=== design 1 ===
**Design 1: signal wires by layer**

Only two layers are drawn.
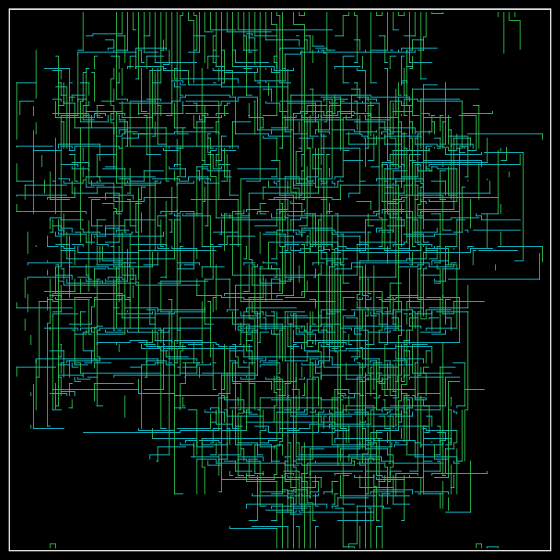

===== src/rtl/screen_fill_arbiter_pkg.sv =====
// Shared constants and FSM encoding for the screen framebuffer port arbiter.
package screen_fill_arbiter_pkg;

  localparam int SCR_ADDR_W = 13;
  localparam int SCR_DATA_W = 16;
  localparam int SCR_LEN_W  = 14;
  localparam int SCR_WORDS  = 8192;

  typedef enum logic [1:0] {
    IDLE = 2'd0,
    RUN  = 2'd1,
    DONE = 2'd2
  } fill_state_e;

endpackage


===== src/rtl/screen_fill_arbiter_if.sv =====
// CPU, fill-engine and framebuffer signals of the screen port arbiter.
interface screen_fill_arbiter_if
  import screen_fill_arbiter_pkg::*;
#(
  parameter int ADDR_W = SCR_ADDR_W,
  parameter int DATA_W = SCR_DATA_W,
  parameter int LEN_W  = SCR_LEN_W
) ();

  logic              cpu_req;
  logic              cpu_we;
  logic [ADDR_W-1:0] cpu_addr;
  logic [DATA_W-1:0] cpu_wdata;
  logic [DATA_W-1:0] cpu_rdata;
  logic              cpu_rvalid;

  logic              fill_start;
  logic              fill_abort;
  logic [ADDR_W-1:0] fill_base;
  logic [LEN_W-1:0]  fill_len;
  logic [DATA_W-1:0] fill_pattern;
  logic              fill_busy;
  logic              fill_done;

  logic              scr_load;
  logic [ADDR_W-1:0] scr_address;
  logic [DATA_W-1:0] scr_in;
  logic [DATA_W-1:0] scr_out;

  // master drives requests and the framebuffer read data; slave is the arbiter
  modport master (
    output cpu_req, cpu_we, cpu_addr, cpu_wdata,
    output fill_start, fill_abort, fill_base, fill_len, fill_pattern,
    output scr_out,
    input  cpu_rdata, cpu_rvalid, fill_busy, fill_done,
    input  scr_load, scr_address, scr_in
  );

  modport slave (
    input  cpu_req, cpu_we, cpu_addr, cpu_wdata,
    input  fill_start, fill_abort, fill_base, fill_len, fill_pattern,
    input  scr_out,
    output cpu_rdata, cpu_rvalid, fill_busy, fill_done,
    output scr_load, scr_address, scr_in
  );

endinterface


===== src/rtl/screen_fill_arbiter_port_mux.sv =====
// Combinational select of the framebuffer port: CPU first, fill engine on idle cycles.
module screen_port_mux #(
  parameter int ADDR_W = 13,
  parameter int DATA_W = 16
) (
  input  logic              cpu_req,
  input  logic              cpu_we,
  input  logic [ADDR_W-1:0] cpu_addr,
  input  logic [DATA_W-1:0] cpu_wdata,
  input  logic              fill_en,
  input  logic [ADDR_W-1:0] fill_addr,
  input  logic [DATA_W-1:0] fill_data,
  output logic              scr_load,
  output logic [ADDR_W-1:0] scr_address,
  output logic [DATA_W-1:0] scr_in
);

  always_comb begin
    scr_load    = 1'b0;
    scr_address = cpu_addr;
    scr_in      = cpu_wdata;
    if (cpu_req) begin
      scr_load = cpu_we;
    end else if (fill_en) begin
      scr_load    = 1'b1;
      scr_address = fill_addr;
      scr_in      = fill_data;
    end
  end

endmodule


===== src/rtl/screen_fill_arbiter.sv =====
// Shares the screen framebuffer port between the CPU (absolute priority) and a
// constant-pattern fill engine that writes one word per CPU-idle cycle.
module screen_fill_arbiter
  import screen_fill_arbiter_pkg::*;
#(
  parameter int ADDR_W = SCR_ADDR_W,
  parameter int DATA_W = SCR_DATA_W,
  parameter int LEN_W  = SCR_LEN_W
) (
  input  logic                 clk,
  input  logic                 reset,
  screen_fill_arbiter_if.slave bus
);

  localparam logic [LEN_W-1:0] MAX_LEN = LEN_W'(2 ** ADDR_W);

  fill_state_e       state_q, state_d;
  logic [ADDR_W-1:0] ptr_q, ptr_d;
  logic [LEN_W-1:0]  cnt_q, cnt_d;
  logic [DATA_W-1:0] pat_q, pat_d;
  logic              rvalid_q;
  logic [LEN_W-1:0]  len_sat;
  logic              fill_wr;

  // longer requests would revisit words; clamp to one full screen
  assign len_sat = (bus.fill_len > MAX_LEN) ? MAX_LEN : bus.fill_len;
  assign fill_wr = (state_q == RUN) && !bus.cpu_req;

  always_comb begin
    state_d = state_q;
    ptr_d   = ptr_q;
    cnt_d   = cnt_q;
    pat_d   = pat_q;
    unique case (state_q)
      IDLE: begin
        if (bus.fill_start) begin
          if (len_sat == '0) begin
            state_d = DONE;
          end else begin
            state_d = RUN;
            ptr_d   = bus.fill_base;
            cnt_d   = len_sat;
            pat_d   = bus.fill_pattern;
          end
        end
      end
      RUN: begin
        if (fill_wr) begin
          ptr_d = ptr_q + ADDR_W'(1);
          cnt_d = cnt_q - LEN_W'(1);
        end
        if (bus.fill_abort || (fill_wr && cnt_q == LEN_W'(1))) state_d = DONE;
      end
      DONE:    state_d = IDLE;
      default: state_d = IDLE;
    endcase
  end

  always_ff @(posedge clk) begin
    if (reset) begin
      state_q  <= IDLE;
      ptr_q    <= '0;
      cnt_q    <= '0;
      pat_q    <= '0;
      rvalid_q <= 1'b0;
    end else begin
      state_q  <= state_d;
      ptr_q    <= ptr_d;
      cnt_q    <= cnt_d;
      pat_q    <= pat_d;
      rvalid_q <= bus.cpu_req && !bus.cpu_we;
    end
  end

  assign bus.fill_busy  = (state_q != IDLE);
  assign bus.fill_done  = (state_q == DONE);
  assign bus.cpu_rvalid = rvalid_q;
  assign bus.cpu_rdata  = bus.scr_out;

  // reset gates the fill write so a fill dropped by reset issues nothing more
  screen_port_mux #(
    .ADDR_W (ADDR_W),
    .DATA_W (DATA_W)
  ) u_mux (
    .cpu_req     (bus.cpu_req),
    .cpu_we      (bus.cpu_we),
    .cpu_addr    (bus.cpu_addr),
    .cpu_wdata   (bus.cpu_wdata),
    .fill_en     ((state_q == RUN) && !reset),
    .fill_addr   (ptr_q),
    .fill_data   (pat_q),
    .scr_load    (bus.scr_load),
    .scr_address (bus.scr_address),
    .scr_in      (bus.scr_in)
  );

endmodule


===== src/flat_wrapper.sv =====
// flat-port wrapper written by rule: the top's interface ports become plain ports
module screen_fill_arbiter_flat import screen_fill_arbiter_pkg::*;
#(
  parameter int ADDR_W = SCR_ADDR_W,
  parameter int DATA_W = SCR_DATA_W,
  parameter int LEN_W  = SCR_LEN_W
)
  (clk, reset, bus_cpu_req, bus_cpu_we, bus_cpu_addr, bus_cpu_wdata, bus_fill_start, bus_fill_abort, bus_fill_base, bus_fill_len, bus_fill_pattern, bus_scr_out, bus_cpu_rdata, bus_cpu_rvalid, bus_fill_busy, bus_fill_done, bus_scr_load, bus_scr_address, bus_scr_in);
  screen_fill_arbiter_if #(.ADDR_W(ADDR_W), .DATA_W(DATA_W), .LEN_W(LEN_W)) bus_i ();
  input  logic clk;
  input  logic reset;
  input wire logic [$bits(bus_i.cpu_req)-1:0] bus_cpu_req;
  input wire logic [$bits(bus_i.cpu_we)-1:0] bus_cpu_we;
  input wire logic [$bits(bus_i.cpu_addr)-1:0] bus_cpu_addr;
  input wire logic [$bits(bus_i.cpu_wdata)-1:0] bus_cpu_wdata;
  input wire logic [$bits(bus_i.fill_start)-1:0] bus_fill_start;
  input wire logic [$bits(bus_i.fill_abort)-1:0] bus_fill_abort;
  input wire logic [$bits(bus_i.fill_base)-1:0] bus_fill_base;
  input wire logic [$bits(bus_i.fill_len)-1:0] bus_fill_len;
  input wire logic [$bits(bus_i.fill_pattern)-1:0] bus_fill_pattern;
  input wire logic [$bits(bus_i.scr_out)-1:0] bus_scr_out;
  output wire logic [$bits(bus_i.cpu_rdata)-1:0] bus_cpu_rdata;
  output wire logic [$bits(bus_i.cpu_rvalid)-1:0] bus_cpu_rvalid;
  output wire logic [$bits(bus_i.fill_busy)-1:0] bus_fill_busy;
  output wire logic [$bits(bus_i.fill_done)-1:0] bus_fill_done;
  output wire logic [$bits(bus_i.scr_load)-1:0] bus_scr_load;
  output wire logic [$bits(bus_i.scr_address)-1:0] bus_scr_address;
  output wire logic [$bits(bus_i.scr_in)-1:0] bus_scr_in;
  assign bus_i.cpu_req = bus_cpu_req;
  assign bus_i.cpu_we = bus_cpu_we;
  assign bus_i.cpu_addr = bus_cpu_addr;
  assign bus_i.cpu_wdata = bus_cpu_wdata;
  assign bus_i.fill_start = bus_fill_start;
  assign bus_i.fill_abort = bus_fill_abort;
  assign bus_i.fill_base = bus_fill_base;
  assign bus_i.fill_len = bus_fill_len;
  assign bus_i.fill_pattern = bus_fill_pattern;
  assign bus_i.scr_out = bus_scr_out;
  assign bus_cpu_rdata = bus_i.cpu_rdata;
  assign bus_cpu_rvalid = bus_i.cpu_rvalid;
  assign bus_fill_busy = bus_i.fill_busy;
  assign bus_fill_done = bus_i.fill_done;
  assign bus_scr_load = bus_i.scr_load;
  assign bus_scr_address = bus_i.scr_address;
  assign bus_scr_in = bus_i.scr_in;
  screen_fill_arbiter #(.ADDR_W(ADDR_W), .DATA_W(DATA_W), .LEN_W(LEN_W)) u_core (.clk(clk), .reset(reset), .bus(bus_i));
endmodule

===== config.mk =====
export PLATFORM = sky130hd
export DESIGN_NAME = screen_fill_arbiter_flat
export DESIGN_NICKNAME = d
export VERILOG_FILES = /design/src/rtl/screen_fill_arbiter_pkg.sv /design/src/rtl/screen_fill_arbiter_if.sv /design/src/rtl/screen_fill_arbiter_port_mux.sv /design/src/rtl/screen_fill_arbiter.sv /design/src/flat_wrapper.sv
export SDC_FILE = /design/constraint.sdc
export NUM_CORES = 1
export LEC_CHECK = 0
export ABC_AREA = 1
export CORE_MARGIN = 2
export CORE_UTILIZATION = 48
export DETAILED_ROUTE_END_ITERATION = 8
export PLACE_DENSITY = 0.87
export SETUP_SLACK_MARGIN = 0.4
export SLEW_MARGIN = 40
export SYNTH_ARGS = -nofsm -noshare
export SYNTH_HDL_FRONTEND = slang
export SYNTH_HIERARCHICAL = 1
export SYNTH_SLANG_ARGS = --single-unit
export TNS_END_PERCENT = 100

===== constraint.sdc =====
create_clock -name clk -period 5.15 [get_ports clk]
set_input_delay 0.515 -clock clk [delete_from_list [all_inputs] [get_ports clk]]
set_output_delay 0.515 -clock clk [all_outputs]
set_load 0.02 [all_outputs]

=== design 2 ===
<file path="src/rtl/ar_rr_arbiter.sv">
// ar_rr_arbiter
//
// Round-robin arbiter that shares one reorder-buffer AR/R slave port among
// four requesters. A granted AR is captured in an output register and
// presented with the 4-bit ID {requester index, local id}. R beats are routed
// back combinationally by the ID prefix. A per-requester counter caps the
// number of accepted-but-unreturned reads.
//
// Ports
//   clk, rst        clock; synchronous active-high reset
//   s_arid_i        packed 2-bit local IDs, requester k at [2k+1:2k]
//   s_arvalid_i     AR valid per requester
//   s_arready_o     AR ready per requester (one-hot or zero)
//   s_rdata_o       R data per requester (all slices carry m_rdata_i)
//   s_rid_o         local R ID per requester (all carry m_rid_i[1:0])
//   s_rvalid_o      R valid per requester (routed by m_rid_i[3:2])
//   s_rready_i      R ready per requester
//   m_arid_o        {requester index, local id}; zero while m_arvalid_o is low
//   m_arvalid_o     AR valid toward the reorder buffer
//   m_arready_i     AR ready from the reorder buffer
//   m_rdata_i       R data from the reorder buffer
//   m_rid_i         R ID from the reorder buffer
//   m_rvalid_i      R valid from the reorder buffer
//   m_rready_o      R ready toward the reorder buffer
//   err_o           sticky flag: R beat returned to a requester with nothing outstanding

module ar_rr_arbiter #(
  parameter int DATA_WIDTH      = 8,
  parameter int MAX_OUTSTANDING = 4
) (
  input  logic                    clk,
  input  logic                    rst,
  input  logic [7:0]              s_arid_i,
  input  logic [3:0]              s_arvalid_i,
  output logic [3:0]              s_arready_o,
  output logic [4*DATA_WIDTH-1:0] s_rdata_o,
  output logic [7:0]              s_rid_o,
  output logic [3:0]              s_rvalid_o,
  input  logic [3:0]              s_rready_i,
  output logic [3:0]              m_arid_o,
  output logic                    m_arvalid_o,
  input  logic                    m_arready_i,
  input  logic [DATA_WIDTH-1:0]   m_rdata_i,
  input  logic [3:0]              m_rid_i,
  input  logic                    m_rvalid_i,
  output logic                    m_rready_o,
  output logic                    err_o
);

  typedef enum logic {
    IDLE = 1'b0,
    BUSY = 1'b1
  } state_t;

  localparam logic [3:0] MAX_CNT = 4'(MAX_OUTSTANDING);

  state_t     state, state_next;
  logic [1:0] ptr;
  logic [3:0] ar_reg;
  logic [3:0] cnt [4];

  logic [3:0] eligible;
  logic       grant_ok;
  logic       grant;
  logic [1:0] grant_idx;
  logic [1:0] r_idx;
  logic       r_hs;
  logic [3:0] cnt_inc;
  logic [3:0] cnt_dec;

  // A new AR may be captured when the output register is empty or is being
  // drained this cycle.
  assign grant_ok = (state == IDLE) || m_arready_i;

  always_comb begin
    for (int k = 0; k < 4; k++) begin
      eligible[k] = s_arvalid_i[k] && (cnt[k] < MAX_CNT);
    end
  end

  // Scan ptr+1, ptr+2, ptr+3, ptr (2-bit wrap) and take the first eligible.
  always_comb begin
    // NOTE: every combinational output gets a default first so no path
    // through the block leaves it unassigned (which would infer a latch).
    grant     = 1'b0;
    grant_idx = ptr;
    for (int i = 1; i <= 4; i++) begin
      if (!grant && eligible[ptr + 2'(i)]) begin
        grant     = 1'b1;
        grant_idx = ptr + 2'(i);
      end
    end
    grant = grant && grant_ok;
  end

  assign s_arready_o = grant ? (4'b0001 << grant_idx) : 4'b0000;

  always_comb begin
    state_next = state;
    if (grant) begin
      state_next = BUSY;
    end else if (state == BUSY && m_arready_i) begin
      state_next = IDLE;
    end
  end

  assign m_arvalid_o = (state == BUSY);
  assign m_arid_o    = (state == BUSY) ? ar_reg : 4'h0;

  // R path: purely combinational, steered by the requester prefix of the ID.
  assign r_idx      = m_rid_i[3:2];
  assign s_rvalid_o = m_rvalid_i ? (4'b0001 << r_idx) : 4'b0000;
  assign s_rid_o    = {4{m_rid_i[1:0]}};
  assign s_rdata_o  = {4{m_rdata_i}};
  assign m_rready_o = s_rready_i[r_idx];
  assign r_hs       = m_rvalid_i && m_rready_o;

  always_comb begin
    for (int k = 0; k < 4; k++) begin
      cnt_inc[k] = s_arvalid_i[k] && s_arready_o[k];
      cnt_dec[k] = r_hs && (r_idx == 2'(k));
    end
  end

  // NOTE: state registers use non-blocking assignments so every flop samples
  // the pre-edge values regardless of statement order.
  always_ff @(posedge clk) begin
    if (rst) begin
      state  <= IDLE;
      ptr    <= 2'd3;
      ar_reg <= 4'h0;
      err_o  <= 1'b0;
      for (int k = 0; k < 4; k++) begin
        cnt[k] <= 4'd0;
      end
    end else begin
      state <= state_next;
      if (grant) begin
        ar_reg <= {grant_idx, s_arid_i[{grant_idx, 1'b0} +: 2]};
        ptr    <= grant_idx;
      end
      // A beat returned to an idle requester is still forwarded, but flagged.
      if (r_hs && cnt[r_idx] == 4'd0) begin
        err_o <= 1'b1;
      end
      for (int k = 0; k < 4; k++) begin
        if (cnt_inc[k] && !cnt_dec[k]) begin
          cnt[k] <= cnt[k] + 4'd1;
        end else if (cnt_dec[k] && !cnt_inc[k] && cnt[k] != 4'd0) begin
          cnt[k] <= cnt[k] - 4'd1;
        end
      end
    end
  end

endmodule

</file>
<file path="config.mk">
export PLATFORM = sky130hd
export DESIGN_NAME = ar_rr_arbiter
export DESIGN_NICKNAME = d
export VERILOG_FILES = /design/src/rtl/ar_rr_arbiter.sv
export SDC_FILE = /design/constraint.sdc
export NUM_CORES = 1
export LEC_CHECK = 0
export ABC_AREA = 1
export CORE_AREA = 2 2 88 64
export CTS_BUF_LIST = sky130_fd_sc_hd__clkbuf_4 sky130_fd_sc_hd__clkbuf_8
export CTS_CLUSTER_DIAMETER = 120
export DETAILED_ROUTE_END_ITERATION = 16
export DIE_AREA = 0 0 90 66
export PLACE_DENSITY = 0.91
export SYNTH_ARGS = -nofsm -noshare
export SYNTH_HDL_FRONTEND = slang
export SYNTH_SLANG_ARGS = --single-unit
</file>
<file path="constraint.sdc">
create_clock -name clk -period 3.6 [get_ports clk]
set_input_delay 0.72 -clock clk [delete_from_list [all_inputs] [get_ports clk]]
set_output_delay 0.72 -clock clk [all_outputs]
set_load 0.01 [all_outputs]
</file>
=== design 3 ===
## config.mk

```make
export PLATFORM = sky130hd
export DESIGN_NAME = dmem_arbiter_flat
export DESIGN_NICKNAME = d
export VERILOG_FILES = /design/src/rtl/dmem_arbiter_pkg.sv /design/src/rtl/dmem_arbiter_if.sv /design/src/rtl/dmem_arbiter_rr_arb2.sv /design/src/rtl/dmem_arbiter.sv /design/src/flat_wrapper.sv
export SDC_FILE = /design/constraint.sdc
export NUM_CORES = 1
export LEC_CHECK = 0
export CAP_MARGIN = 40
export CELL_PAD_IN_SITES_DETAIL_PLACEMENT = 0
export CELL_PAD_IN_SITES_GLOBAL_PLACEMENT = 1
export CORE_ASPECT_RATIO = 0.9
export CORE_UTILIZATION = 27
export CTS_CLUSTER_DIAMETER = 120
export DETAILED_ROUTE_END_ITERATION = 10
export PLACE_DENSITY = 0.83
export SYNTH_ARGS = -nofsm -noshare
export SYNTH_HDL_FRONTEND = slang
export SYNTH_SLANG_ARGS = --single-unit
export TNS_END_PERCENT = 10
```

## constraint.sdc

```tcl
create_clock -name CLOCK_50 -period 2.8 [get_ports CLOCK_50]
set_input_delay 0.84 -clock CLOCK_50 [delete_from_list [all_inputs] [get_ports CLOCK_50]]
set_output_delay 0.84 -clock CLOCK_50 [all_outputs]
set_load 0.1 [all_outputs]
```

## src/rtl/dmem_arbiter_pkg.sv

```systemverilog
// Shared constants and helpers for the two-port data-memory arbiter.
package dmem_arbiter_pkg;
    localparam int DEF_ADDR_W = 8;
    localparam int DEF_DATA_W = 32;
    localparam int STALL_W    = 16;

    // Port indices: 0 = CPU load/store, 1 = host loader/readout.
    localparam bit PORT_CPU  = 1'b0;
    localparam bit PORT_HOST = 1'b1;

    // A word access is legal only when the two low byte-address bits are zero.
    function automatic logic word_aligned(input logic [1:0] byte_off);
        return byte_off == 2'b00;
    endfunction
endpackage

```

## src/rtl/dmem_arbiter_if.sv

```systemverilog
// Bundle of requester, response and memory-side signals for dmem_arbiter.
// slave = arbiter view, master = environment (requesters plus memory).
interface dmem_arbiter_if
    import dmem_arbiter_pkg::*;
#(
    parameter int ADDR_W = DEF_ADDR_W,
    parameter int DATA_W = DEF_DATA_W
);
    logic              req0, req1;
    logic              we0, we1;
    logic [ADDR_W-1:0] addr0, addr1;
    logic [DATA_W-1:0] wdata0, wdata1;
    logic              gnt0, gnt1;
    logic              rvalid0, rvalid1;
    logic [DATA_W-1:0] rdata0, rdata1;
    logic              err0, err1;
    logic              mem_en, mem_we;
    logic [ADDR_W-1:0] mem_addr;
    logic [DATA_W-1:0] mem_wdata;
    logic [DATA_W-1:0] mem_rdata;
    logic [STALL_W-1:0] stall_count;

    modport slave (
        input  req0, req1, we0, we1, addr0, addr1, wdata0, wdata1, mem_rdata,
        output gnt0, gnt1, rvalid0, rvalid1, rdata0, rdata1, err0, err1,
               mem_en, mem_we, mem_addr, mem_wdata, stall_count
    );

    modport master (
        output req0, req1, we0, we1, addr0, addr1, wdata0, wdata1, mem_rdata,
        input  gnt0, gnt1, rvalid0, rvalid1, rdata0, rdata1, err0, err1,
               mem_en, mem_we, mem_addr, mem_wdata, stall_count
    );
endinterface

```

## src/rtl/dmem_arbiter_rr_arb2.sv

```systemverilog
// Two-input round-robin arbiter. Grant is combinational; the pointer
// remembers which port wins the next tie and moves only on a grant.
module rr_arb2
    import dmem_arbiter_pkg::*;
(
    input  logic       i_clk,
    input  logic       i_rst_n,
    input  logic [1:0] i_req,
    output logic [1:0] o_gnt
);
    logic       r_ptr;
    logic [1:0] w_gnt;

    // Grant the lone requester, or the favoured port on a tie; nothing in reset.
    always_comb begin
        // NOTE: default first so every path assigns w_gnt and no latch is inferred.
        w_gnt = 2'b00;
        if (i_rst_n) begin
            if (i_req[0] && i_req[1]) begin
                w_gnt = r_ptr ? 2'b10 : 2'b01;
            end else begin
                w_gnt = i_req;
            end
        end
    end

    assign o_gnt = w_gnt;

    // After a grant, favour the port that was not just served.
    always_ff @(posedge i_clk or negedge i_rst_n) begin
        // NOTE: non-blocking assignments for all clocked state avoid read/write races between processes.
        if (!i_rst_n) begin
            r_ptr <= PORT_CPU;
        end else if (|w_gnt) begin
            r_ptr <= w_gnt[PORT_CPU];
        end
    end
endmodule

```

## src/rtl/dmem_arbiter.sv

```systemverilog
// Two-port arbiter in front of a single-port data memory with 1-cycle read
// latency. Arbitration lives in rr_arb2; address/data muxing, misalignment
// rejection, load-response routing and the stall counter live here.
module dmem_arbiter
    import dmem_arbiter_pkg::*;
#(
    parameter int ADDR_W = DEF_ADDR_W,
    parameter int DATA_W = DEF_DATA_W
)(
    input logic            CLOCK_50,
    input logic            rst_n,
    dmem_arbiter_if.slave  bus
);
    logic [1:0]         w_gnt;
    logic               w_sel;
    logic [ADDR_W-1:0]  w_addr;
    logic [DATA_W-1:0]  w_wdata;
    logic               w_we;
    logic               w_aligned;
    logic               w_access;
    logic               w_rvalid0, w_rvalid1;

    logic               r_pend;
    logic               r_owner;
    logic               r_err0, r_err1;
    logic [DATA_W-1:0]  r_hold0, r_hold1;
    logic [STALL_W-1:0] r_stall;

    rr_arb2 u_arb (
        .i_clk   (CLOCK_50),
        .i_rst_n (rst_n),
        .i_req   ({bus.req1, bus.req0}),
        .o_gnt   (w_gnt)
    );

    assign w_sel     = w_gnt[PORT_HOST];
    assign w_addr    = w_sel ? bus.addr1  : bus.addr0;
    assign w_wdata   = w_sel ? bus.wdata1 : bus.wdata0;
    assign w_we      = w_sel ? bus.we1    : bus.we0;
    assign w_aligned = word_aligned(w_addr[1:0]);
    // A misaligned grant is accepted but never reaches memory.
    assign w_access  = (|w_gnt) && w_aligned;

    assign bus.gnt0      = w_gnt[PORT_CPU];
    assign bus.gnt1      = w_gnt[PORT_HOST];
    assign bus.mem_en    = w_access;
    assign bus.mem_we    = w_access && w_we;
    assign bus.mem_addr  = w_addr;
    assign bus.mem_wdata = w_wdata;

    // Record a pending load response with its owner, and misalignment errors.
    always_ff @(posedge CLOCK_50 or negedge rst_n) begin
        if (!rst_n) begin
            r_pend  <= 1'b0;
            r_owner <= PORT_CPU;
            r_err0  <= 1'b0;
            r_err1  <= 1'b0;
        end else begin
            r_pend <= w_access && !w_we;
            if (w_access && !w_we) begin
                r_owner <= w_sel;
            end
            r_err0 <= w_gnt[PORT_CPU]  && !w_aligned;
            r_err1 <= w_gnt[PORT_HOST] && !w_aligned;
        end
    end

    assign w_rvalid0 = r_pend && (r_owner == PORT_CPU);
    assign w_rvalid1 = r_pend && (r_owner == PORT_HOST);

    // Keep each port's last load word so rdata is steady between responses.
    always_ff @(posedge CLOCK_50 or negedge rst_n) begin
        // NOTE: these holding registers are reset because rdata must read 0 out of reset.
        if (!rst_n) begin
            r_hold0 <= '0;
            r_hold1 <= '0;
        end else begin
            if (w_rvalid0) r_hold0 <= bus.mem_rdata;
            if (w_rvalid1) r_hold1 <= bus.mem_rdata;
        end
    end

    assign bus.rvalid0 = w_rvalid0;
    assign bus.rvalid1 = w_rvalid1;
    assign bus.rdata0  = w_rvalid0 ? bus.mem_rdata : r_hold0;
    assign bus.rdata1  = w_rvalid1 ? bus.mem_rdata : r_hold1;
    assign bus.err0    = r_err0;
    assign bus.err1    = r_err1;

    // Count contention cycles (both ports requesting, one loses), saturating.
    always_ff @(posedge CLOCK_50 or negedge rst_n) begin
        if (!rst_n) begin
            r_stall <= '0;
        end else if (bus.req0 && bus.req1 && (r_stall != '1)) begin
            r_stall <= r_stall + 1'b1;
        end
    end

    assign bus.stall_count = r_stall;
endmodule

```

## src/flat_wrapper.sv

```systemverilog
// flat-port wrapper written by rule: the top's interface ports become plain ports
module dmem_arbiter_flat import dmem_arbiter_pkg::*;
#(
    parameter int ADDR_W = DEF_ADDR_W,
    parameter int DATA_W = DEF_DATA_W
)
  (CLOCK_50, rst_n, bus_req0, bus_req1, bus_we0, bus_we1, bus_addr0, bus_addr1, bus_wdata0, bus_wdata1, bus_mem_rdata, bus_gnt0, bus_gnt1, bus_rvalid0, bus_rvalid1, bus_rdata0, bus_rdata1, bus_err0, bus_err1, bus_mem_en, bus_mem_we, bus_mem_addr, bus_mem_wdata, bus_stall_count);
  dmem_arbiter_if #(.ADDR_W(ADDR_W), .DATA_W(DATA_W)) bus_i ();
  input logic CLOCK_50;
  input logic rst_n;
  input wire logic [$bits(bus_i.req0)-1:0] bus_req0;
  input wire logic [$bits(bus_i.req1)-1:0] bus_req1;
  input wire logic [$bits(bus_i.we0)-1:0] bus_we0;
  input wire logic [$bits(bus_i.we1)-1:0] bus_we1;
  input wire logic [$bits(bus_i.addr0)-1:0] bus_addr0;
  input wire logic [$bits(bus_i.addr1)-1:0] bus_addr1;
  input wire logic [$bits(bus_i.wdata0)-1:0] bus_wdata0;
  input wire logic [$bits(bus_i.wdata1)-1:0] bus_wdata1;
  input wire logic [$bits(bus_i.mem_rdata)-1:0] bus_mem_rdata;
  output wire logic [$bits(bus_i.gnt0)-1:0] bus_gnt0;
  output wire logic [$bits(bus_i.gnt1)-1:0] bus_gnt1;
  output wire logic [$bits(bus_i.rvalid0)-1:0] bus_rvalid0;
  output wire logic [$bits(bus_i.rvalid1)-1:0] bus_rvalid1;
  output wire logic [$bits(bus_i.rdata0)-1:0] bus_rdata0;
  output wire logic [$bits(bus_i.rdata1)-1:0] bus_rdata1;
  output wire logic [$bits(bus_i.err0)-1:0] bus_err0;
  output wire logic [$bits(bus_i.err1)-1:0] bus_err1;
  output wire logic [$bits(bus_i.mem_en)-1:0] bus_mem_en;
  output wire logic [$bits(bus_i.mem_we)-1:0] bus_mem_we;
  output wire logic [$bits(bus_i.mem_addr)-1:0] bus_mem_addr;
  output wire logic [$bits(bus_i.mem_wdata)-1:0] bus_mem_wdata;
  output wire logic [$bits(bus_i.stall_count)-1:0] bus_stall_count;
  assign bus_i.req0 = bus_req0;
  assign bus_i.req1 = bus_req1;
  assign bus_i.we0 = bus_we0;
  assign bus_i.we1 = bus_we1;
  assign bus_i.addr0 = bus_addr0;
  assign bus_i.addr1 = bus_addr1;
  assign bus_i.wdata0 = bus_wdata0;
  assign bus_i.wdata1 = bus_wdata1;
  assign bus_i.mem_rdata = bus_mem_rdata;
  assign bus_gnt0 = bus_i.gnt0;
  assign bus_gnt1 = bus_i.gnt1;
  assign bus_rvalid0 = bus_i.rvalid0;
  assign bus_rvalid1 = bus_i.rvalid1;
  assign bus_rdata0 = bus_i.rdata0;
  assign bus_rdata1 = bus_i.rdata1;
  assign bus_err0 = bus_i.err0;
  assign bus_err1 = bus_i.err1;
  assign bus_mem_en = bus_i.mem_en;
  assign bus_mem_we = bus_i.mem_we;
  assign bus_mem_addr = bus_i.mem_addr;
  assign bus_mem_wdata = bus_i.mem_wdata;
  assign bus_stall_count = bus_i.stall_count;
  dmem_arbiter #(.ADDR_W(ADDR_W), .DATA_W(DATA_W)) u_core (.CLOCK_50(CLOCK_50), .rst_n(rst_n), .bus(bus_i));
endmodule
```

=== design 4 ===
===== src/rtl/spi_frame_receiver.sv =====
// -----------------------------------------------------------------------------
// spi_frame_receiver
// Serial front end of the SPI configuration port. The SPI pins are
// oversampled in the clk domain (mode 0). 16-bit write frames are
// deserialized into a 4-bit address and a 12-bit data word, which are
// presented with a one-cycle is_ready strobe. During every frame a status
// word {4'hA, status_i} is shifted out on MISO.
//
// Ports:
//   clk, rst_n       system clock, asynchronous active-low reset
//   spi_sclk         SPI clock (async, idle low)
//   spi_cs_n         chip select, active low (async)
//   spi_mosi         serial data in, MSB first (async)
//   status_i[11:0]   status word captured at frame start for readback
//   spi_miso         serial data out
//   spi_address[3:0] address of the last valid frame
//   spi_data[11:0]   data of the last valid frame
//   is_ready         one-cycle pulse when a valid frame is presented
//   frame_error_o    one-cycle pulse when a frame is discarded
// -----------------------------------------------------------------------------
module spi_frame_receiver #(
  parameter int SYNC_STAGES = 2
) (
  input  logic        clk,
  input  logic        rst_n,
  input  logic        spi_sclk,
  input  logic        spi_cs_n,
  input  logic        spi_mosi,
  input  logic [11:0] status_i,
  output logic        spi_miso,
  output logic [3:0]  spi_address,
  output logic [11:0] spi_data,
  output logic        is_ready,
  output logic        frame_error_o
);

  typedef enum logic [1:0] {
    WAIT_IDLE,
    IDLE,
    SHIFT,
    OVERRUN
  } state_e;

  state_e                 state_q;
  logic [SYNC_STAGES-1:0] sclk_sync_q;
  logic [SYNC_STAGES-1:0] cs_sync_q;
  logic [SYNC_STAGES-1:0] mosi_sync_q;
  logic                   sclk_prev_q;
  logic                   cs_prev_q;
  logic [SYNC_STAGES:0]   prime_q;
  logic [15:0]            rx_q;
  logic [15:0]            tx_q;
  logic [4:0]             cnt_q;
  logic [3:0]             addr_q;
  logic [11:0]            data_q;
  logic                   ready_q;
  logic                   err_q;
  logic                   miso_q;

  logic sclk_s, cs_s, mosi_s;
  logic sclk_rise, sclk_fall, cs_rise, cs_fall;
  logic primed;

  // Synchronizers plus one extra stage on SCLK/CS for edge detection.
  // prime_q fills with ones after reset; until it is full the sync chains
  // still hold their reset values rather than real pin samples.
  // NOTE: sequential state is always updated with non-blocking assignments so
  // every flop samples the pre-edge value of its neighbours.
  always_ff @(posedge clk or negedge rst_n) begin
    if (!rst_n) begin
      sclk_sync_q <= '0;
      cs_sync_q   <= '1;
      mosi_sync_q <= '0;
      sclk_prev_q <= 1'b0;
      cs_prev_q   <= 1'b1;
      prime_q     <= '0;
    end else begin
      sclk_sync_q <= {sclk_sync_q[SYNC_STAGES-2:0], spi_sclk};
      cs_sync_q   <= {cs_sync_q[SYNC_STAGES-2:0], spi_cs_n};
      mosi_sync_q <= {mosi_sync_q[SYNC_STAGES-2:0], spi_mosi};
      sclk_prev_q <= sclk_s;
      cs_prev_q   <= cs_s;
      prime_q     <= {prime_q[SYNC_STAGES-1:0], 1'b1};
    end
  end

  assign sclk_s    = sclk_sync_q[SYNC_STAGES-1];
  assign cs_s      = cs_sync_q[SYNC_STAGES-1];
  assign mosi_s    = mosi_sync_q[SYNC_STAGES-1];
  assign sclk_rise = sclk_s & ~sclk_prev_q;
  assign sclk_fall = ~sclk_s & sclk_prev_q;
  assign cs_rise   = cs_s & ~cs_prev_q;
  assign cs_fall   = ~cs_s & cs_prev_q;
  assign primed    = prime_q[SYNC_STAGES];

  // Frame FSM; all outputs are registered here.
  // NOTE: the shift/data registers are small and reset with everything else,
  // so an async reset clears any in-flight frame completely.
  always_ff @(posedge clk or negedge rst_n) begin
    if (!rst_n) begin
      state_q <= WAIT_IDLE;
      rx_q    <= '0;
      tx_q    <= '0;
      cnt_q   <= '0;
      addr_q  <= '0;
      data_q  <= '0;
      ready_q <= 1'b0;
      err_q   <= 1'b0;
      miso_q  <= 1'b0;
    end else begin
      ready_q <= 1'b0;
      err_q   <= 1'b0;
      unique case (state_q)
        WAIT_IDLE: begin
          miso_q <= 1'b0;
          // Waiting for real (primed) CS high means a reset taken with CS low
          // never starts a partial frame.
          if (primed && cs_s) state_q <= IDLE;
        end
        IDLE: begin
          miso_q <= 1'b0;
          if (cs_fall) begin
            cnt_q   <= '0;
            tx_q    <= {4'hA, status_i};
            miso_q  <= 1'b1;  // MSB of the 4'hA tag
            state_q <= SHIFT;
          end
        end
        SHIFT: begin
          if (cs_rise) begin
            state_q <= IDLE;
            miso_q  <= 1'b0;
            if (cnt_q == 5'd16) begin
              addr_q  <= rx_q[15:12];
              data_q  <= rx_q[11:0];
              ready_q <= 1'b1;
            end else begin
              err_q <= 1'b1;
            end
          end else if (sclk_rise) begin
            rx_q <= {rx_q[14:0], mosi_s};
            if (cnt_q == 5'd16) begin
              cnt_q   <= 5'd17;
              miso_q  <= 1'b0;
              state_q <= OVERRUN;
            end else begin
              cnt_q <= cnt_q + 5'd1;
            end
          end else if (sclk_fall) begin
            tx_q   <= {tx_q[14:0], 1'b0};
            miso_q <= tx_q[14];
          end
        end
        OVERRUN: begin
          miso_q <= 1'b0;
          if (cs_rise) begin
            state_q <= IDLE;
            err_q   <= 1'b1;
          end
        end
        default: state_q <= WAIT_IDLE;
      endcase
    end
  end

  assign spi_miso      = miso_q;
  assign spi_address   = addr_q;
  assign spi_data      = data_q;
  assign is_ready      = ready_q;
  assign frame_error_o = err_q;

endmodule


===== config.mk =====
export PLATFORM = sky130hd
export DESIGN_NAME = spi_frame_receiver
export DESIGN_NICKNAME = d
export VERILOG_FILES = /design/src/rtl/spi_frame_receiver.sv
export SDC_FILE = /design/constraint.sdc
export NUM_CORES = 1
export LEC_CHECK = 0
export CAP_MARGIN = 40
export CORE_MARGIN = 2
export CORE_UTILIZATION = 55
export CTS_CLUSTER_SIZE = 16
export DETAILED_ROUTE_END_ITERATION = 6
export PLACE_DENSITY = 0.87
export SETUP_SLACK_MARGIN = 0.3
export SKIP_CTS_REPAIR_TIMING = 1
export SYNTH_ARGS = -nofsm -noshare
export SYNTH_HDL_FRONTEND = slang
export SYNTH_SLANG_ARGS = --single-unit

===== constraint.sdc =====
create_clock -name clk -period 2 [get_ports clk]
set_input_delay 0.4 -clock clk [delete_from_list [all_inputs] [get_ports clk]]
set_output_delay 0.4 -clock clk [all_outputs]
set_load 0.05 [all_outputs]


## Gallery

Signal wires by layer.
Only two layers are drawn.
shot_01.png
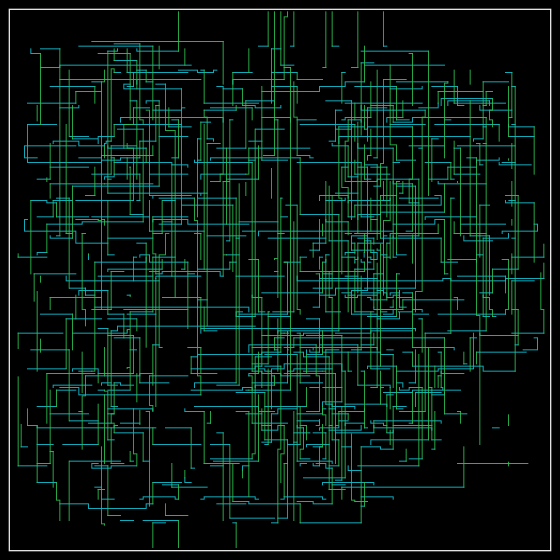
shot_02.png
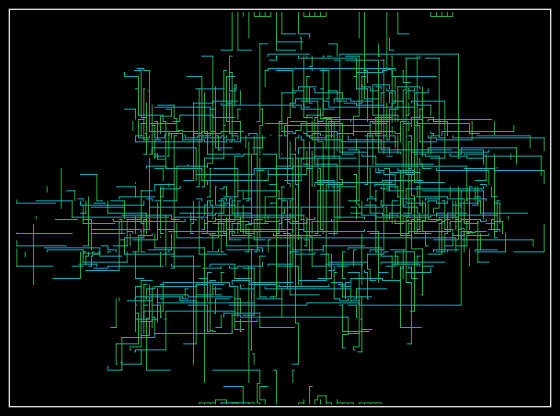
shot_03.png
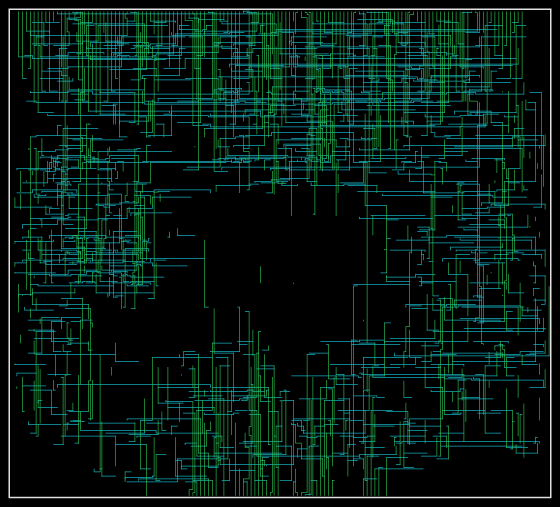
design 4 -> shot_01.png
design 3 -> shot_03.png
design 2 -> shot_02.png
The one with the most wire is shot_03.png.
The one with the least wire is shot_02.png.

**Design 4: clock routing**

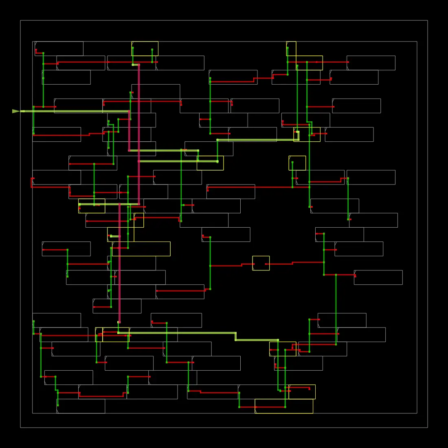
Seq cells: 68
power attributed to the clock group: 1.24 mW
total clock sinks: 68
worst clock skew on the final layout: 8.713 ps
insertion delay of the later-clocked pin in the worst-skew pair: 340 ps

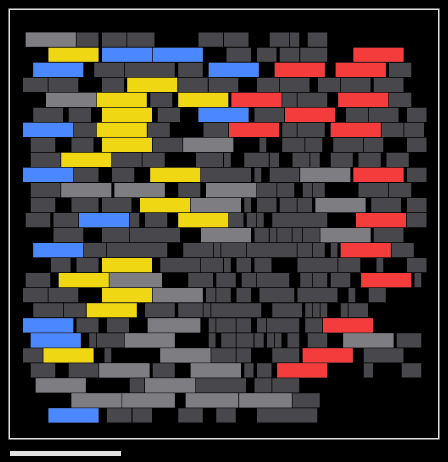
**Above:** design 4 (where the registers sit).
The bar under the picture is 20 µm long.
Key: tx_q = red [placed flops 15]; rx_q = yellow [placed flops 16]; spi_data = blue [placed flops 12]
Another 25 sequential cells are not coloured.
reported sequential group power: 1.71 mW
Final Core Density: 77.26%
flip-flop and latch area: 0.001708 mm²

==> results.txt, design 4 <==
Physical design

rx_q holds more flip-flops than any other register. For this design, the slowest cell found on the critical path is sky130_fd_sc_hd__dfrtp_2. In this run the deepest clock path goes through 2 buffers. The total overflow reported by the global router stands at 0. Counting endpoints that fail hold in the final report gives 0. The run finished with clean final reports.

STA puts the critical path data arrival time at 1940 ps. The number of cells traversed by the worst register-to-register path stands at 7. The synthesized flop and latch total stands at 68. Per the cell usage report, the commonest logic cell in the layout is sky130_fd_sc_hd__dfrtp_1.

The worst VDD IR drop from the latest analysis is 0.0007614 V. Leaving out buffers and inverters, the combinational logic in the layout accounts for 0.001339 mm². The layout buffer count excluding clock buffers stands at 51.

The net total in the final layout stands at 288. In this run the core area contains 26 standard-cell rows. The floorplan utilization stands at 57.38%. By area the synthesized netlist is led by sky130_fd_sc_hd__dfrtp_1, sky130_fd_sc_hd__mux2_2, sky130_fd_sc_hd__mux2_4, sky130_fd_sc_hd__ha_1, sky130_fd_sc_hd__dfstp_2.

The combinational share of cell area stands at 33.50%. The final route contains 1851 vias. The number of warning messages in the logs stands at 34.
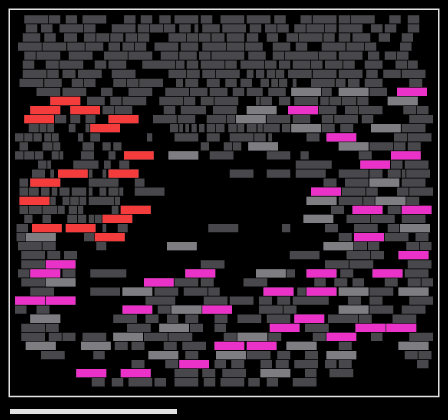
**Above:** design 3 (where the registers sit).
The bar under the picture is 50 µm long.
Key: u_core.r_hold1 = magenta [placed flops 32]; u_core.bus.stall_count = red [placed flops 16, where west]
Final Core Density: 60.45%
share of cell area taken by flip-flops and latches: 25.13%
reported sequential group power: 1.79 mW

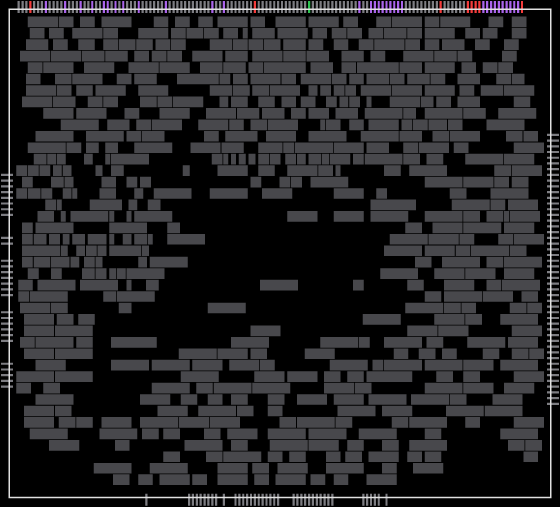
**Above:** design 3 (pin map).
Pins as bars across the die edge, other pins in grey.
Key: bus_gnt0 = green [pins 1, direction output, edge north]; bus_addr0 = red [pins 8, direction input, edge north]; bus_wdata1 = purple [pins 32, direction input, edge north]
All pins by edge: 131 north, 48 east, 39 south, 28 west.

==> results.txt, design 3 <==
Physical design

Per the power-grid run, VDD falls by no more than 0.0008609 V. The final setup violation count stands at 39. The critical path arrival stands at 2030 ps.

In the per-layer breakdown of the detailed-route log, met1 shows 6342 µm. Wires add up to 13970 µm. The post-route antenna net violation count stands at 0.

Measured along the y axis, the die boundary spans 115.7 µm. The final standard cell count with taps included and fillers excluded stands at 748. met3 track demand over resource after global routing is 4.663%. The average instance in the mapped netlist occupies 14.05 µm². The critical path in the final layout is reported with a setup slack of -68.76 ps. Looking at the reg2reg group, the worst path ends at u_core.bus.stall_count[1]$_DFFE_PN0P_. For reference, the most critical setup path is categorized as input pin to output pin. The layout buffer count excluding clock buffers stands at 277. Per the cell usage report, the commonest logic cells after layout are sky130_fd_sc_hd__buf_12, sky130_fd_sc_hd__clkdlybuf4s50_1, sky130_fd_sc_hd__dfrtp_1. Looking at the power breakdown, sequential logic takes 18.9% of the total.

The flow ran to the end, but the final reports show violations. Of the post-synthesis cell area, the part taken by muxes is 31.30%. Ranked by total cell area, the synthesized netlist is headed by sky130_fd_sc_hd__dfrtp_1, sky130_fd_sc_hd__mux2_2, sky130_fd_sc_hd__xor2_1, sky130_fd_sc_hd__nor4_1, sky130_fd_sc_hd__xnor2_1.

OpenROAD emitted warnings numbering 29. The checks that failed: negative setup slack. The logic depth of the worst setup path including buffers stands at 8.
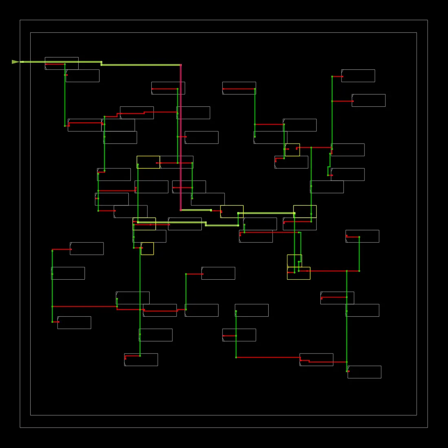
**Above:** design 1 (clock routing).
worst clock skew on the final layout: 7.262 ps
power attributed to the clock group: 0.234 mW
Clock Buffer Count: 5
total clock sinks: 46

About 'signal wires by layer' of design 1:
Key: met1 = cyan [wire length 3960 µm]; met2 = green [wire length 4700 µm]

==> results.txt, design 1 <==
Physical design

The number of global-route vias before repair stands at 3577. The required time at the worst endpoint is listed as 4640 ps. The flow ran to the end, and the final reports show no timing, DRC or antenna violations.

The fill cell instance count of the final layout stands at 656. In this run, the synthesized area fraction spent on xor and xnor cells is recorded as 2.478%. Summing over every cut layer, the via total after detailed routing is 3872. The combinational share of cell area stands at 45.97%. Checking hold timing, the worst path is listed with class flop to flop. The number of gates resized after CTS was 0. Across the whole layout, storage elements account for 920.9 µm². The layout report gives the register share of total cell area as 20.31%.

Counting I/O delays and the setup requirement, the final critical path takes 3708 ps. By area the synthesized netlist is led by sky130_fd_sc_hd__dfxtp_1, sky130_fd_sc_hd__nand2_1, sky130_fd_sc_hd__nor2_1, sky130_fd_sc_hd__nand3_1, sky130_fd_sc_hd__inv_1. The final setup TNS stands at 0 ps. In this run, synthesis inferred 0 flip-flops with an integrated enable. There are 46 flip-flops and latches. At the later pin of the worst-skew pair, clock insertion delay measures 300 ps. The standard cell area after detailed placement stands at 0.004438 mm².

During I/O placement, the number of pins put on the boundary was 143. According to the finish report, the design has a final net count of 754. The switching portion of total power stands at 37.68%.
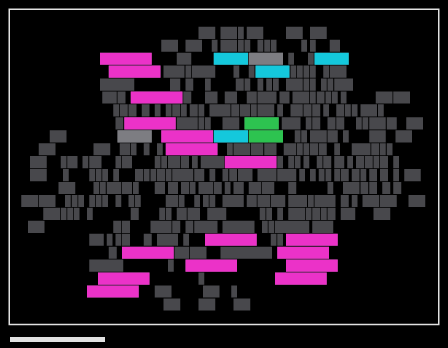
**Above:** design 2 (where the registers sit).
The bar under the picture is 20 µm long.
Key: cnt = magenta [placed flops 16]; ptr = green [placed flops 2]; ar_reg = cyan [placed flops 4, where north]
Another 2 sequential cells are not coloured.
reported sequential group power: 0.523 mW
share of cell area taken by flip-flops and latches: 24.85%

==> results.txt, design 2 <==
Physical design

The run finished with clean final reports. The floorplan utilization stands at 44.48%. The worst register-to-register path has a depth of 17. Between clock sinks in the finished design, the worst skew comes to 4.867 ps.

Per the post-CTS timing run, clock transition at the registers of the reported paths is 90 ps. The sequential fraction of the synthesis area stands at 28.13%. The number of sinks driven by the clock tree stands at 24. For reference, the top logic cell family by area is simple AND/OR/NAND/NOR gates. By area, multi-input combinational cells come first. The number of buffers added to fix hold violations after cts stands at 0. STA classifies the critical path endpoint as an output pin. Derived from the worst setup path, the maximum achievable clock frequency is 284.7 MHz. The average vias per placed instance stands at 5.069. The worst slack after detailed placement stands at 11.90 ps. The area enclosed by the die boundary stands at 0.005940 mm². The count of warnings emitted by yosys stands at 0.

For this run, global-route usage on met1 was measured as 21.62%. The share of the core filled with cells in the final layout stands at 50.34%. The critical path in the final layout is reported with a setup slack of 87.13 ps. Summed over all cells, the static leakage comes to 1.302 nW. The instance count after placement with tap cells included stands at 381. The register with the most flip-flops in the layout has 16 of them.


## Gallery

Selected gate families.
picture 1
The bar under the picture is 20 µm long.
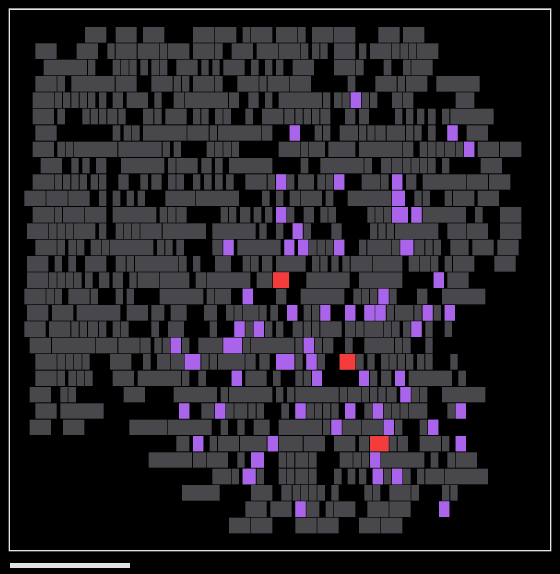
picture 2
The bar under the picture is 20 µm long.
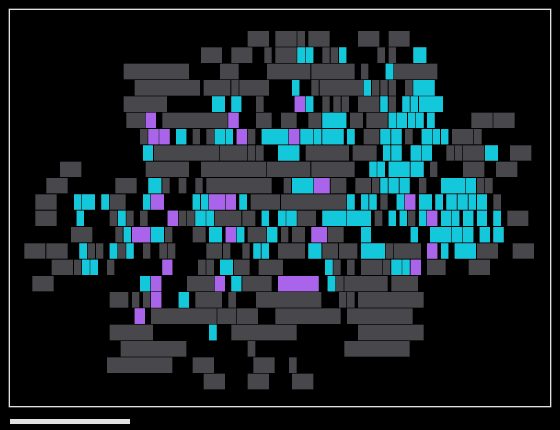
picture 3
The bar under the picture is 20 µm long.
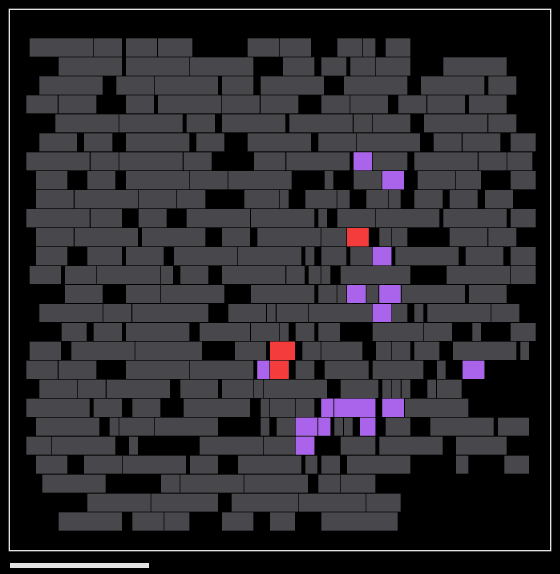
picture 4
The bar under the picture is 50 µm long.
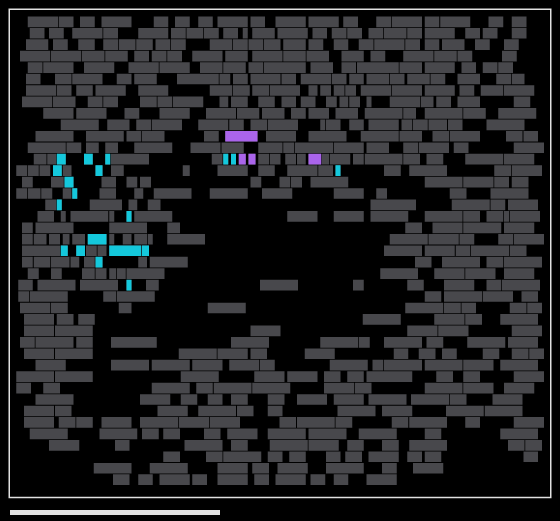
design 2: picture 2
design 4: picture 3
design 1: picture 1
design 3: picture 4
- fewest cells: picture 3

Key to picture 1:
Key: inverting AOI/OAI gates = purple [cells 60]; AND-OR and OR-AND gates = red [cells 3]


==> notes/layouts.md <==
Pictures saved along the way, in no particular order.

Pin map.
Pins as bars across the die edge, other pins in grey.
image #1
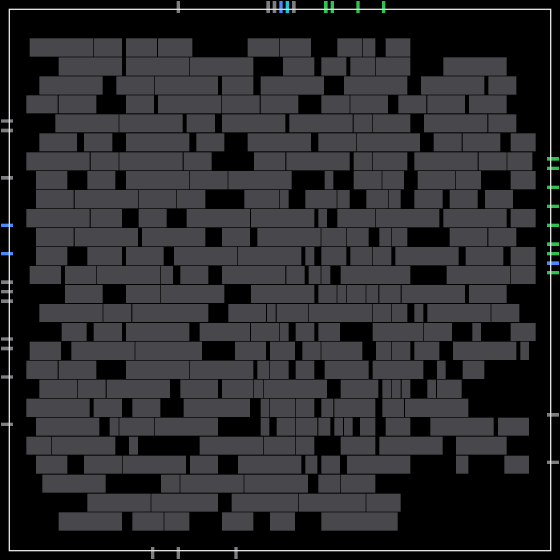
image #2
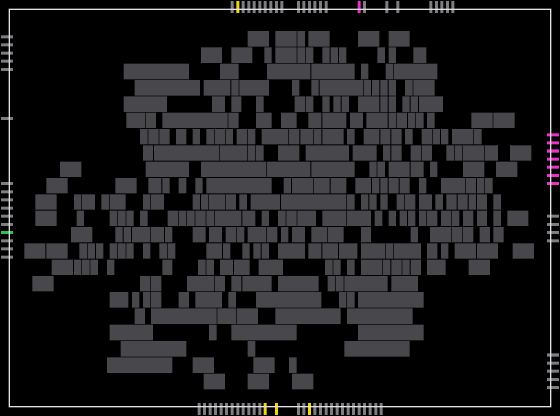
image #3
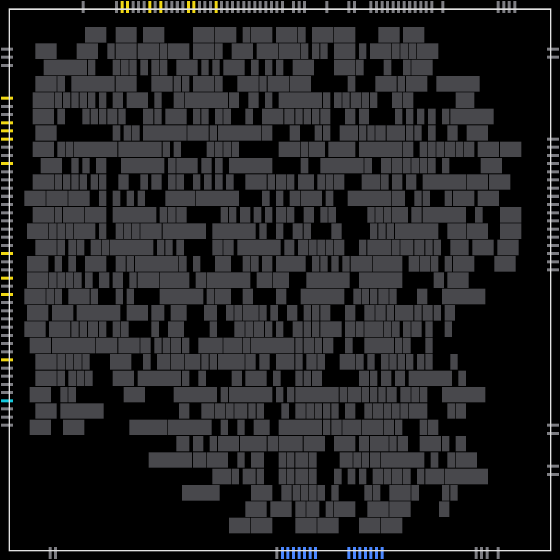
| picture | from |
|---|---|
| image #1 | design 4 |
| image #2 | design 2 |
| image #3 | design 1 |
- fewest pins: image #1
- most pins: image #3

No activity file was given, so power comes from the tool's default toggle rates.
